==================== parallel_mult
Figure 1. Clock network drawn from the DEF (parallel_mult).
Bar = 100 µm.
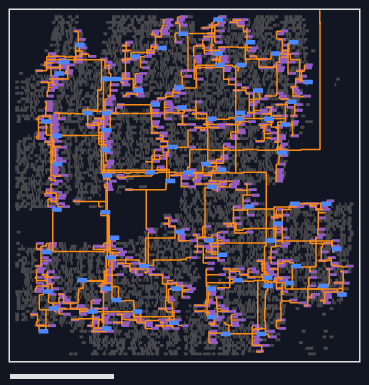

## src/rtl/parallel_mult.sv

```systemverilog
// Binary-weight dot product: 16 signed inputs, each multiplied by +1 or -1,
// summed through a registered adder tree and saturated to DATA_W bits.
module parallel_mult #(
    parameter int DATA_W = 16,
    parameter int N      = 16
) (
    input  logic                       clk,
    input  logic                       rst,
    input  logic                       en,
    input  logic [N-1:0][DATA_W-1:0]   input_neuron,
    input  logic [N-1:0]               weight_bits,
    output logic [DATA_W-1:0]          FinalOut,
    output logic                       out_valid
);

    localparam int LOG_N = $clog2(N);
    localparam int SUM_W = DATA_W + 1 + LOG_N;
    localparam int NODES = 2 * N - 1;
    localparam logic signed [SUM_W-1:0] SAT_MAX = SUM_W'((2 ** (DATA_W - 1)) - 1);
    localparam logic signed [SUM_W-1:0] SAT_MIN = -SAT_MAX - SUM_W'(1);

    // Heap-ordered tree: node 0 is the root, leaves sit at N-1..2N-2, and the
    // children of node k are 2k+1 and 2k+2, so sibling leaves are inputs 2j, 2j+1.
    // Every node carries the full sum width; unused upper bits of shallow levels
    // are constant sign copies and get trimmed.
    logic signed [SUM_W-1:0] node_q [NODES];
    logic signed [SUM_W-1:0] node_d [NODES];
    logic [LOG_N:0]          valid_q;
    logic [DATA_W-1:0]       finalOut_q;
    logic [DATA_W-1:0]       finalOut_d;
    logic                    outValid_q;

    always_comb begin
        logic signed [SUM_W-1:0] ext;
        ext = '0;
        for (int k = 0; k < NODES; k++) begin
            node_d[k] = '0;
        end
        for (int k = 0; k < N - 1; k++) begin
            node_d[k] = node_q[2 * k + 1] + node_q[2 * k + 2];
        end
        for (int i = 0; i < N; i++) begin
            ext = {{(LOG_N + 1){input_neuron[i][DATA_W-1]}}, input_neuron[i]};
            node_d[N - 1 + i] = weight_bits[i] ? ext : -ext;
        end
    end

    always_comb begin
        if (node_q[0] > SAT_MAX) begin
            finalOut_d = SAT_MAX[DATA_W-1:0];
        end else if (node_q[0] < SAT_MIN) begin
            finalOut_d = SAT_MIN[DATA_W-1:0];
        end else begin
            finalOut_d = node_q[0][DATA_W-1:0];
        end
    end

    // The valid chain is one bit per level; the output register only loads
    // when a real vector reaches the root, so bubbles leave FinalOut held.
    always_ff @(posedge clk) begin
        if (rst) begin
            for (int k = 0; k < NODES; k++) begin
                node_q[k] <= '0;
            end
            valid_q    <= '0;
            finalOut_q <= '0;
            outValid_q <= 1'b0;
        end else begin
            for (int k = 0; k < NODES; k++) begin
                node_q[k] <= node_d[k];
            end
            valid_q    <= {valid_q[LOG_N-1:0], en};
            outValid_q <= valid_q[LOG_N];
            if (valid_q[LOG_N]) begin
                finalOut_q <= finalOut_d;
            end
        end
    end

    assign FinalOut  = finalOut_q;
    assign out_valid = outValid_q;

endmodule

```

## config.mk

```make
export PLATFORM = sky130hd
export DESIGN_NAME = parallel_mult
export DESIGN_NICKNAME = d
export VERILOG_FILES = /design/src/rtl/parallel_mult.sv
export SDC_FILE = /design/constraint.sdc
export NUM_CORES = 2
export LEC_CHECK = 0
export ABC_AREA = 1
export ABC_CLOCK_PERIOD_IN_PS = 2029
export CORE_AREA = 5 5 330 332
export CTS_CLUSTER_SIZE = 12
export DETAILED_ROUTE_END_ITERATION = 12
export DIE_AREA = 0 0 335 337
export GPL_ROUTABILITY_DRIVEN = 0
export MAX_ROUTING_LAYER = met4
export PLACE_DENSITY_LB_ADDON = 0.3
export SYNTH_ARGS = -nofsm -noshare
export SYNTH_HDL_FRONTEND = slang
export SYNTH_SLANG_ARGS = --single-unit
export TNS_END_PERCENT = 1
```

## constraint.sdc

```tcl
create_clock -name clk -period 2.03 [get_ports clk]
set_input_delay 0.203 -clock clk [delete_from_list [all_inputs] [get_ports clk]]
set_output_delay 0.203 -clock clk [all_outputs]
set_load 0.02 [all_outputs]
```

==================== floor_request_scheduler
## src/rtl/floor_request_scheduler.sv

```systemverilog
// Elevator call scheduler: debounced call buttons, SCAN target selection,
// arrival detection and door dwell timing.
module floor_request_scheduler #(
  parameter int NUM_FLOORS      = 10,
  parameter int DEBOUNCE_CYCLES = 4,
  parameter int DWELL_CYCLES    = 16
) (
  input  logic                  clk,
  input  logic                  reset,
  input  logic [NUM_FLOORS-1:0] call_btn,
  input  logic [3:0]            current_floor,
  output logic [3:0]            requested_floor,
  output logic [NUM_FLOORS-1:0] pending,
  output logic                  door_open,
  output logic                  dir_up
);

  localparam int TW = (DEBOUNCE_CYCLES > 1) ? $clog2(DEBOUNCE_CYCLES) : 1;
  localparam int DW = (DWELL_CYCLES > 1) ? $clog2(DWELL_CYCLES) : 1;
  localparam logic [TW-1:0] TICK_LAST  = TW'(DEBOUNCE_CYCLES - 1);
  localparam logic [DW-1:0] DWELL_LAST = DW'(DWELL_CYCLES - 1);

  typedef enum logic [1:0] {IDLE, SERVE, DWELL} state_t;

  state_t                  state, state_nxt;
  logic [NUM_FLOORS-1:0]   sync1, sync2, samp, deb, deb_nxt, press;
  logic [NUM_FLOORS-1:0]   cf_mask, req_mask, clr, pend_nxt;
  logic [TW-1:0]           tcnt;
  logic [DW-1:0]           dcnt, dcnt_nxt;
  logic [3:0]              req_nxt, up_f, dn_f;
  logic                    dir_nxt, tick, in_range, restart;
  logic                    up_found, dn_found;

  assign tick = (tcnt == TICK_LAST);

  always_ff @(posedge clk or posedge reset) begin
    if (reset) begin
      sync1 <= '0;
      sync2 <= '0;
      samp  <= '0;
      deb   <= '0;
      tcnt  <= '0;
    end else begin
      sync1 <= call_btn;
      sync2 <= sync1;
      tcnt  <= tick ? '0 : tcnt + TW'(1);
      if (tick) begin
        samp <= sync2;
        deb  <= deb_nxt;
      end
    end
  end

  // level only moves when two consecutive samples agree
  assign deb_nxt = (sync2 & samp) | (deb & (sync2 | samp));
  assign press   = tick ? (deb_nxt & ~deb) : '0;

  assign in_range = ({1'b0, current_floor} < 5'(NUM_FLOORS));

  always_comb begin
    cf_mask  = '0;
    req_mask = '0;
    up_found = 1'b0;
    dn_found = 1'b0;
    up_f     = '0;
    dn_f     = '0;
    for (int i = 0; i < NUM_FLOORS; i++) begin
      cf_mask[i]  = (current_floor == 4'(i));
      req_mask[i] = (requested_floor == 4'(i));
    end
    for (int i = NUM_FLOORS - 1; i >= 0; i--) begin
      if (pending[i] && (4'(i) > current_floor)) begin
        up_found = 1'b1;
        up_f     = 4'(i);
      end
    end
    for (int i = 0; i < NUM_FLOORS; i++) begin
      if (pending[i] && (4'(i) < current_floor)) begin
        dn_found = 1'b1;
        dn_f     = 4'(i);
      end
    end
  end

  assign restart = (state == DWELL) && |(press & cf_mask);

  always_comb begin
    state_nxt = state;
    req_nxt   = requested_floor;
    dir_nxt   = dir_up;
    dcnt_nxt  = dcnt;
    clr       = '0;
    unique case (state)
      IDLE: begin
        if (!in_range) begin
          req_nxt = '0;
        end else if (pending == '0) begin
          req_nxt = current_floor;
        end else if (|(pending & cf_mask)) begin
          clr       = cf_mask;
          dcnt_nxt  = '0;
          state_nxt = DWELL;
        end else begin
          state_nxt = SERVE;
          if (dir_up) begin
            if (up_found) begin
              req_nxt = up_f;
            end else begin
              req_nxt = dn_f;
              dir_nxt = 1'b0;
            end
          end else begin
            if (dn_found) begin
              req_nxt = dn_f;
            end else begin
              req_nxt = up_f;
              dir_nxt = 1'b1;
            end
          end
        end
      end
      SERVE: begin
        if (in_range && (current_floor == requested_floor)) begin
          clr       = req_mask;
          dcnt_nxt  = '0;
          state_nxt = DWELL;
        end else if (dir_up && up_found && (up_f < requested_floor)) begin
          req_nxt = up_f;
        end else if (!dir_up && dn_found && (dn_f > requested_floor)) begin
          req_nxt = dn_f;
        end
      end
      DWELL: begin
        if (restart) begin
          dcnt_nxt = '0;
        end else if (dcnt == DWELL_LAST) begin
          state_nxt = IDLE;
        end else begin
          dcnt_nxt = dcnt + DW'(1);
        end
      end
      default: state_nxt = IDLE;
    endcase
  end

  // a press at the floor being served is swallowed by the open door
  always_comb begin
    pend_nxt = pending | (press & ~((state == DWELL) ? cf_mask : '0));
    pend_nxt = pend_nxt & ~clr;
  end

  always_ff @(posedge clk or posedge reset) begin
    if (reset) begin
      state           <= IDLE;
      dcnt            <= '0;
      requested_floor <= '0;
      dir_up          <= 1'b1;
      pending         <= '0;
      door_open       <= 1'b0;
    end else begin
      state           <= state_nxt;
      dcnt            <= dcnt_nxt;
      requested_floor <= req_nxt;
      dir_up          <= dir_nxt;
      pending         <= pend_nxt;
      door_open       <= (state_nxt == DWELL);
    end
  end

endmodule

```

## config.mk

```make
export PLATFORM = sky130hd
export DESIGN_NAME = floor_request_scheduler
export DESIGN_NICKNAME = d
export VERILOG_FILES = /design/src/rtl/floor_request_scheduler.sv
export SDC_FILE = /design/constraint.sdc
export NUM_CORES = 1
export LEC_CHECK = 0
export CORE_UTILIZATION = 40
export CTS_CLUSTER_DIAMETER = 40
export DETAILED_ROUTE_END_ITERATION = 16
export PLACE_DENSITY = 0.69
export SYNTH_ARGS = -nofsm -noshare
export SYNTH_HDL_FRONTEND = slang
export SYNTH_SLANG_ARGS = --single-unit
```

## constraint.sdc

```tcl
create_clock -name clk -period 4 [get_ports clk]
set_input_delay 0.6 -clock clk [delete_from_list [all_inputs] [get_ports clk]]
set_output_delay 0.6 -clock clk [all_outputs]
set_load 0.005 [all_outputs]
```

==================== axil_sim_ctrl
**config.mk**
```make
export PLATFORM = sky130hd
export DESIGN_NAME = axil_sim_ctrl
export DESIGN_NICKNAME = d
export VERILOG_FILES = /design/src/rtl/axil_sim_ctrl_pkg.sv /design/src/rtl/sim_ctrl_fifo.sv /design/src/rtl/axil_sim_ctrl.sv
export SDC_FILE = /design/constraint.sdc
export NUM_CORES = 1
export LEC_CHECK = 0
export CAP_MARGIN = 20
export CORE_ASPECT_RATIO = 1.25
export CORE_MARGIN = 2
export CORE_UTILIZATION = 31
export CTS_BUF_LIST = sky130_fd_sc_hd__clkbuf_8
export DETAILED_ROUTE_END_ITERATION = 7
export PLACE_DENSITY_LB_ADDON = 0.2
export SYNTH_ARGS = -nofsm -noshare
export SYNTH_HDL_FRONTEND = slang
export SYNTH_SLANG_ARGS = --single-unit
```
**constraint.sdc**
```tcl
create_clock -name CLK -period 3.25 [get_ports CLK]
set_input_delay 0.325 -clock CLK [delete_from_list [all_inputs] [get_ports CLK]]
set_output_delay 0.325 -clock CLK [all_outputs]
set_load 0.01 [all_outputs]
```
**src/rtl/axil_sim_ctrl_pkg.sv**
```systemverilog
// Shared register offsets, AXI response codes and FSM state types for axil_sim_ctrl.
package axil_sim_ctrl_pkg;

    localparam logic [3:0] OFS_CTRL   = 4'h0;
    localparam logic [3:0] OFS_SIG    = 4'h4;
    localparam logic [3:0] OFS_STATUS = 4'h8;

    localparam logic [1:0] RESP_OKAY   = 2'b00;
    localparam logic [1:0] RESP_SLVERR = 2'b10;

    typedef enum logic [1:0] {
        WR_IDLE,
        WR_EXEC,
        WR_RESP
    } wr_state_t;

    typedef enum logic {
        RD_IDLE,
        RD_DATA
    } rd_state_t;

endpackage

```
**src/rtl/sim_ctrl_fifo.sv**
```systemverilog
// Synchronous FIFO for signature words; push and pop in one cycle are both honoured, even when full.
module sim_ctrl_fifo #(
    parameter int unsigned DEPTH = 16,
    parameter int unsigned WIDTH = 32
) (
    input  logic                     clk,
    input  logic                     rst,
    input  logic                     push,
    input  logic                     pop,
    input  logic [WIDTH-1:0]         din,
    output logic [WIDTH-1:0]         dout,
    output logic                     full,
    output logic                     empty,
    output logic [$clog2(DEPTH):0]   count
);

    localparam int unsigned AW = $clog2(DEPTH);

    logic [WIDTH-1:0] mem [DEPTH];
    logic [AW-1:0]    wr_ptr;
    logic [AW-1:0]    rd_ptr;
    logic             do_push;
    logic             do_pop;

    assign do_pop  = pop && !empty;
    assign do_push = push && (!full || do_pop);

    always_ff @(posedge clk or posedge rst) begin
        if (rst) begin
            wr_ptr <= '0;
            rd_ptr <= '0;
            count  <= '0;
        end else begin
            if (do_push) wr_ptr <= wr_ptr + AW'(1);
            if (do_pop)  rd_ptr <= rd_ptr + AW'(1);
            case ({do_push, do_pop})
                2'b10:   count <= count + (AW+1)'(1);
                2'b01:   count <= count - (AW+1)'(1);
                default: ;
            endcase
        end
    end

    // Storage is not reset: pointers and count alone define the contents.
    always_ff @(posedge clk) begin
        if (do_push) mem[wr_ptr] <= din;
    end

    assign dout  = mem[rd_ptr];
    assign full  = (count == (AW+1)'(DEPTH));
    assign empty = (count == '0);

endmodule

```
**src/rtl/axil_sim_ctrl.sv**
```systemverilog
// AXI4-Lite simulation control slave: signature FIFO, halt request, optional watchdog.
// Define AXIL_SIM_CTRL_TIMEOUT_EN to build the watchdog counter and TIMEOUT flag.
module axil_sim_ctrl
    import axil_sim_ctrl_pkg::*;
#(
    parameter int unsigned            AXI_AWIDTH     = 32,
    parameter int unsigned            AXI_DWIDTH     = 32,
    parameter logic [AXI_AWIDTH-1:0]  BASE_ADDR      = 32'hF000_0000,
    parameter int unsigned            FIFO_DEPTH     = 16,
    parameter logic [AXI_DWIDTH-1:0]  HALT_CODE      = 32'hCAFE_CAFE,
    parameter int unsigned            TIMEOUT_CYCLES = 1_000_000
) (
    input  logic                      CLK,
    input  logic                      RST,
    input  logic [AXI_AWIDTH-1:0]     AXI_AWADDR,
    input  logic                      AXI_AWVALID,
    output logic                      AXI_AWREADY,
    input  logic [AXI_DWIDTH-1:0]     AXI_WDATA,
    input  logic [AXI_DWIDTH/8-1:0]   AXI_WSTRB,
    input  logic                      AXI_WVALID,
    output logic                      AXI_WREADY,
    output logic [1:0]                AXI_BRESP,
    output logic                      AXI_BVALID,
    input  logic                      AXI_BREADY,
    input  logic [AXI_AWIDTH-1:0]     AXI_ARADDR,
    input  logic                      AXI_ARVALID,
    output logic                      AXI_ARREADY,
    output logic [AXI_DWIDTH-1:0]     AXI_RDATA,
    output logic [1:0]                AXI_RRESP,
    output logic                      AXI_RVALID,
    input  logic                      AXI_RREADY,
    output logic [AXI_DWIDTH-1:0]     SIG_DATA,
    output logic                      SIG_VALID,
    input  logic                      SIG_READY,
    output logic                      HALT,
    output logic                      TIMEOUT
);

    localparam int unsigned CW = $clog2(FIFO_DEPTH) + 1;

    wr_state_t                 wr_state;
    rd_state_t                 rd_state;
    logic                      aw_held;
    logic                      w_held;
    logic [AXI_AWIDTH-1:0]     aw_addr;
    logic [AXI_DWIDTH-1:0]     w_data;
    logic [AXI_DWIDTH/8-1:0]   w_strb;
    logic                      halt_req;
    logic                      halt_set;
    logic                      timeout_hit;
    logic                      timeout_q;
    logic                      wr_stall;
    logic [1:0]                wr_resp;
    logic [AXI_DWIDTH-1:0]     rd_word;
    logic [1:0]                rd_resp;
    logic                      fifo_push;
    logic                      fifo_pop;
    logic                      fifo_full;
    logic                      fifo_empty;
    logic [CW-1:0]             fifo_count;

    sim_ctrl_fifo #(
        .DEPTH (FIFO_DEPTH),
        .WIDTH (AXI_DWIDTH)
    ) u_fifo (
        .clk   (CLK),
        .rst   (RST),
        .push  (fifo_push),
        .pop   (fifo_pop),
        .din   (w_data),
        .dout  (SIG_DATA),
        .full  (fifo_full),
        .empty (fifo_empty),
        .count (fifo_count)
    );

    assign SIG_VALID = !fifo_empty;
    assign fifo_pop  = !fifo_empty && SIG_READY;

    // A full FIFO still accepts the push when a pop happens in the same cycle.
    always_comb begin
        fifo_push = 1'b0;
        halt_set  = 1'b0;
        wr_stall  = 1'b0;
        wr_resp   = RESP_OKAY;
        if (wr_state == WR_EXEC) begin
            if (aw_addr[AXI_AWIDTH-1:4] != BASE_ADDR[AXI_AWIDTH-1:4] || w_strb != '1) begin
                wr_resp = RESP_SLVERR;
            end else begin
                case (aw_addr[3:0])
                    OFS_CTRL: halt_set = (w_data == HALT_CODE);
                    OFS_SIG: begin
                        if (halt_req)                     wr_resp   = RESP_SLVERR;
                        else if (fifo_full && !fifo_pop)  wr_stall  = 1'b1;
                        else                              fifo_push = 1'b1;
                    end
                    default: wr_resp = RESP_SLVERR;
                endcase
            end
        end
    end

    always_ff @(posedge CLK or posedge RST) begin
        if (RST) begin
            wr_state    <= WR_IDLE;
            AXI_AWREADY <= 1'b0;
            AXI_WREADY  <= 1'b0;
            AXI_BVALID  <= 1'b0;
            AXI_BRESP   <= RESP_OKAY;
            aw_held     <= 1'b0;
            w_held      <= 1'b0;
            aw_addr     <= '0;
            w_data      <= '0;
            w_strb      <= '0;
        end else begin
            case (wr_state)
                WR_IDLE: begin
                    if (AXI_AWVALID && AXI_AWREADY) begin
                        aw_addr <= AXI_AWADDR;
                        aw_held <= 1'b1;
                    end
                    if (AXI_WVALID && AXI_WREADY) begin
                        w_data <= AXI_WDATA;
                        w_strb <= AXI_WSTRB;
                        w_held <= 1'b1;
                    end
                    AXI_AWREADY <= !(aw_held || (AXI_AWVALID && AXI_AWREADY));
                    AXI_WREADY  <= !(w_held || (AXI_WVALID && AXI_WREADY));
                    if (aw_held && w_held) wr_state <= WR_EXEC;
                end
                WR_EXEC: begin
                    if (!wr_stall) begin
                        AXI_BRESP  <= wr_resp;
                        AXI_BVALID <= 1'b1;
                        aw_held    <= 1'b0;
                        w_held     <= 1'b0;
                        wr_state   <= WR_RESP;
                    end
                end
                WR_RESP: begin
                    if (AXI_BREADY) begin
                        AXI_BVALID  <= 1'b0;
                        AXI_AWREADY <= 1'b1;
                        AXI_WREADY  <= 1'b1;
                        wr_state    <= WR_IDLE;
                    end
                end
                default: wr_state <= WR_IDLE;
            endcase
        end
    end

    always_comb begin
        rd_word = '0;
        rd_resp = RESP_OKAY;
        if (AXI_ARADDR[AXI_AWIDTH-1:4] != BASE_ADDR[AXI_AWIDTH-1:4]) begin
            rd_resp = RESP_SLVERR;
        end else begin
            case (AXI_ARADDR[3:0])
                OFS_CTRL:   rd_word[0] = halt_req;
                OFS_SIG:    ;
                OFS_STATUS: rd_word = {16'b0, 8'(fifo_count), 6'b0, timeout_q, halt_req};
                default:    rd_resp = RESP_SLVERR;
            endcase
        end
    end

    always_ff @(posedge CLK or posedge RST) begin
        if (RST) begin
            rd_state    <= RD_IDLE;
            AXI_ARREADY <= 1'b0;
            AXI_RVALID  <= 1'b0;
            AXI_RDATA   <= '0;
            AXI_RRESP   <= RESP_OKAY;
        end else begin
            case (rd_state)
                RD_IDLE: begin
                    AXI_ARREADY <= 1'b1;
                    if (AXI_ARVALID && AXI_ARREADY) begin
                        AXI_RDATA   <= rd_word;
                        AXI_RRESP   <= rd_resp;
                        AXI_RVALID  <= 1'b1;
                        AXI_ARREADY <= 1'b0;
                        rd_state    <= RD_DATA;
                    end
                end
                RD_DATA: begin
                    if (AXI_RREADY) begin
                        AXI_RVALID  <= 1'b0;
                        AXI_ARREADY <= 1'b1;
                        rd_state    <= RD_IDLE;
                    end
                end
                default: rd_state <= RD_IDLE;
            endcase
        end
    end

    always_ff @(posedge CLK or posedge RST) begin
        if (RST) begin
            halt_req <= 1'b0;
            HALT     <= 1'b0;
        end else begin
            halt_req <= halt_req | halt_set | timeout_hit;
            HALT     <= HALT | (halt_req && fifo_empty && wr_state == WR_IDLE);
        end
    end

`ifdef AXIL_SIM_CTRL_TIMEOUT_EN
    logic [31:0] wd_cnt;

    assign timeout_hit = !timeout_q && !HALT && (wd_cnt == TIMEOUT_CYCLES - 1);

    always_ff @(posedge CLK or posedge RST) begin
        if (RST) begin
            wd_cnt    <= '0;
            timeout_q <= 1'b0;
        end else begin
            if (!HALT)       wd_cnt    <= wd_cnt + 32'd1;
            if (timeout_hit) timeout_q <= 1'b1;
        end
    end
`else
    logic unused_timeout_cfg;

    assign unused_timeout_cfg = ^TIMEOUT_CYCLES;
    assign timeout_hit        = 1'b0;
    assign timeout_q          = 1'b0;
`endif

    assign TIMEOUT = timeout_q;

endmodule

```
Figure 2. Placed standard cells (floor_request_scheduler).
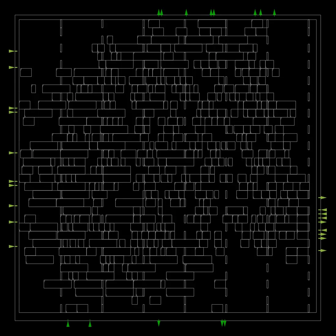
utilization of the core after routing: 48.5%
fraction of area in registers: 34.0%
number of standard cells in the final layout excluding fillers: 627
Placeable Area: 9730 µm²
number of rows in the core area: 36

==> run summary, floor_request_scheduler <==
The full implementation flow was run.

The run finished with clean final reports. The total setup violations reported at the end of the flow stands at 0. Entering global routing, the biggest net connects ~54 pins. The fraction of area in clock buffers and inverters stands at under 10%.

The multiplexer fraction of the synthesized cell area stands at 2.09%. The largest individual stage delay along the critical path comes from the cell sky130_fd_sc_hd__clkdlybuf4s50_1. Summing the areas of all xor and xnor instances in the mapped netlist gives less than 1% of the synthesized area. After synthesis, the cell types taking the most area are sky130_fd_sc_hd__dfrtp_1, sky130_fd_sc_hd__o21ai_0, sky130_fd_sc_hd__ha_1. Setup slack on the critical path of the routed design comes to ~0.42 ns. The height of the die stands at 102 µm.

STA shows the worst reg2reg path with a cell count of 9. In this run the most critical hold path is launched from sync1[0]. STA classifies the critical path startpoint as an input port. In the layout the commonest cells are sky130_fd_sc_hd__dfrtp_1, sky130_fd_sc_hd__o21ai_0, sky130_fd_sc_hd__nand2_1, sky130_fd_sc_hd__clkdlybuf4s50_1, sky130_fd_sc_hd__inv_1. The placed instance count stands at 611. The amount of wire on met2 after detailed routing stands at ~5100 µm. The async set-or-reset flop fraction in the synthesized netlist stands at 100%.

The net switching power stands at ~1.2 mW. between 300 and 400 cells are multi-input combinational gates. The first-pass GRT wire length stands at approximately 18000 µm. The total leakage power stands at 1.91 nW. Post-CTS timing repair inserted 0 buffers for setup.
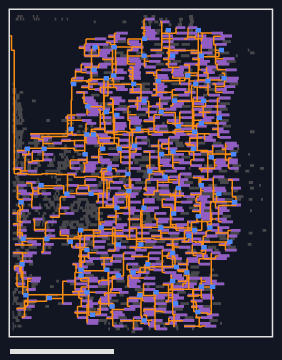
Figure 3: axil_sim_ctrl, clock network drawn from the DEF.
Bar = 100 µm.
[cells driving clock nets] blue | count: 99
[clock wires] orange | length: 8290 µm
[flip-flops] purple | count: 613
routed clock nets: 100

==> run summary, axil_sim_ctrl <==
The full implementation flow was run.

Post-CTS repair ended up resizing 139 cells. The total grt overflow stands at 0. The number of buffers added by the clock tree synthesis step stands at between 90 and 100. The commonest cells after synthesis are sky130_fd_sc_hd__edfxtp_1, sky130_fd_sc_hd__mux4_2, sky130_fd_sc_hd__dfrtp_1. The worst hold path passes through 3 cells.

The number of failing hold endpoints at the final stage stands at 0. The clock drives 613 sinks. The H-tree was split into 3 levels.

The floorplan row count stands at about 110. The run finished with clean final reports. Derived from the worst setup path, the maximum achievable clock frequency is roughly 320 MHz.

The total leakage power stands at between 9 and 10 nW. Yosys attributes the largest share of cell area to sky130_fd_sc_hd__edfxtp_1, sky130_fd_sc_hd__mux4_2, sky130_fd_sc_hd__dfrtp_1. After clock tree synthesis, the setup repair step added 14 buffers. There are slightly above 600 flip-flops and latches. By instance count, the leading cell after synthesis is sky130_fd_sc_hd__edfxtp_1.

The longest clock path from root to sink contains 3 buffers.
Figure 4. Signal wires on met2 (parallel_mult).
Cells faint in the background.
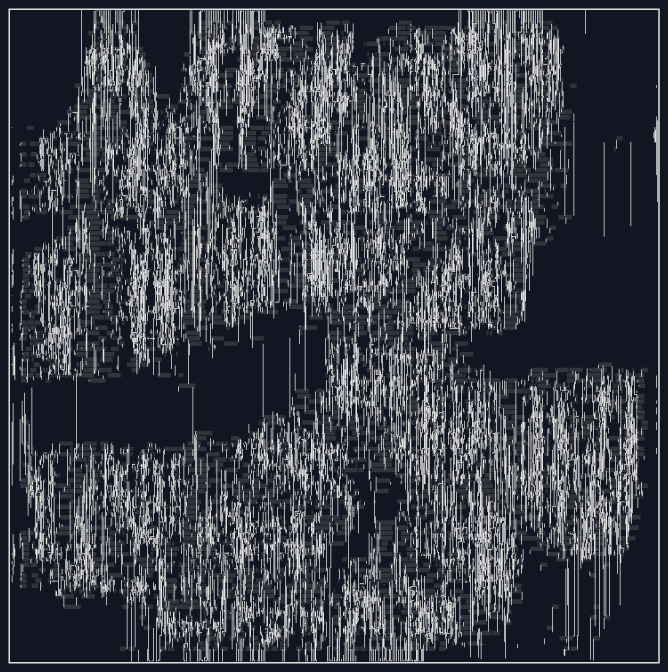
wire length on this layer: 54.8 mm
longest straight run: 95.5 µm
nets with wire on the layer: 6013
main direction: vertical
share of all routed wire: 45%

About Figure 1:
[cells driving clock nets] blue | count: 80
[clock wires] orange | length: 9090 µm
[flip-flops] purple | count: 673
routed clock nets: 81

==> run summary, parallel_mult <==
The full implementation flow was run.

The number of ordinary and repair buffers in the finished layout stands at 344. The well tap count stands at ~1400. The region available for standard cell placement spans 106000 µm². The launch point of the worst register-to-register path is recorded as node_q[0][302]. The net switching power stands at 12.6 mW. The worst-case clock skew stands at 0.0202 ns. The synthesized-area fraction occupied by ao, oa, aoi and oai cells stands at between 10 and 15%.

The synthesis run identifies the leading combinational cell family as simple AND/OR/NAND/NOR gates. The amount of wire on met2 after detailed routing stands at 54800 µm. The multi-input combinational cell count stands at 5019. In the final timing run, aggregate negative setup slack is 0 ns. In the log, the iteration count for the first detailed-route pass is 6.

Summed over all combinational cells, the power is around 9.7 mW. about 300 I/O pins were placed. Per the final report, max-transition violations number 0. The routed design shows a wire length per standard cell of roughly 14 µm. The via count of the first global-routing pass stands at 39291. The tally of max-capacitance violations stands at 0.

The highest metal layer carrying signal wires in the routed design is met4. The flow ran to the end, and the final reports show no timing, DRC or antenna violations. The peak supply drop stands at between 0.6 and 0.7 mV. Dividing the synthesized area by the synthesized cell count gives just over 6 µm². There are about 670 flip-flops and latches.

The detailed router reported a total wirelength of between 100000 and 150000 µm. The placed instance count stands at between 8000 and 9000. The switching portion of total power comes to 31.9%.

The required time at the worst endpoint is listed as between 2 and 3 ns. Setup repair after global routing could not meet its margin everywhere.

==> notes/layouts.md <==
Pictures saved along the way, in no particular order.

Placement by cell class.
Plate I
Bar = 20 µm.
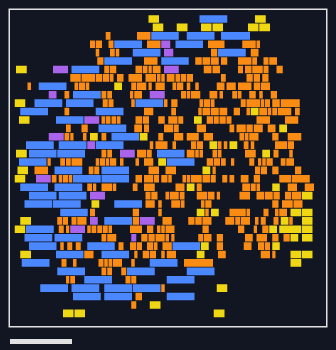
Plate II
Bar = 100 µm.
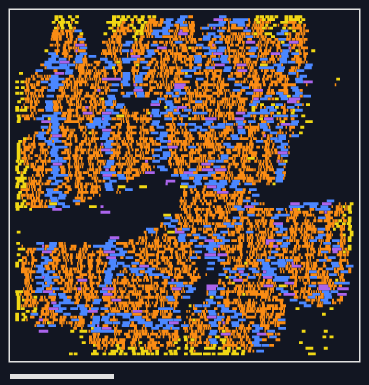
Plate III
Bar = 100 µm.
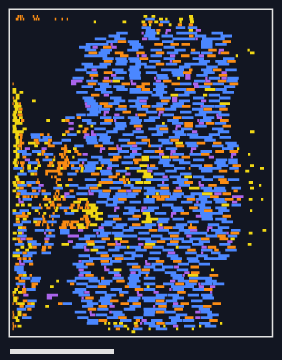
Of these, largest die: Plate II
Of these, smallest die: Plate I
floor_request_scheduler is Plate I.
axil_sim_ctrl is Plate III.
parallel_mult is Plate II.

Key to Plate II:
[clock drivers and dummy loads] purple | cells: 138 | share of their area: 5.5%
[flip-flops] blue | cells: 673 | share of their area: 28%
[all other logic] orange | cells: 6095 | share of their area: 60%
[other buffers and delay cells] yellow | cells: 344 | share of their area: 7.1%


No activity file was given, so power comes from the tool's default toggle rates.
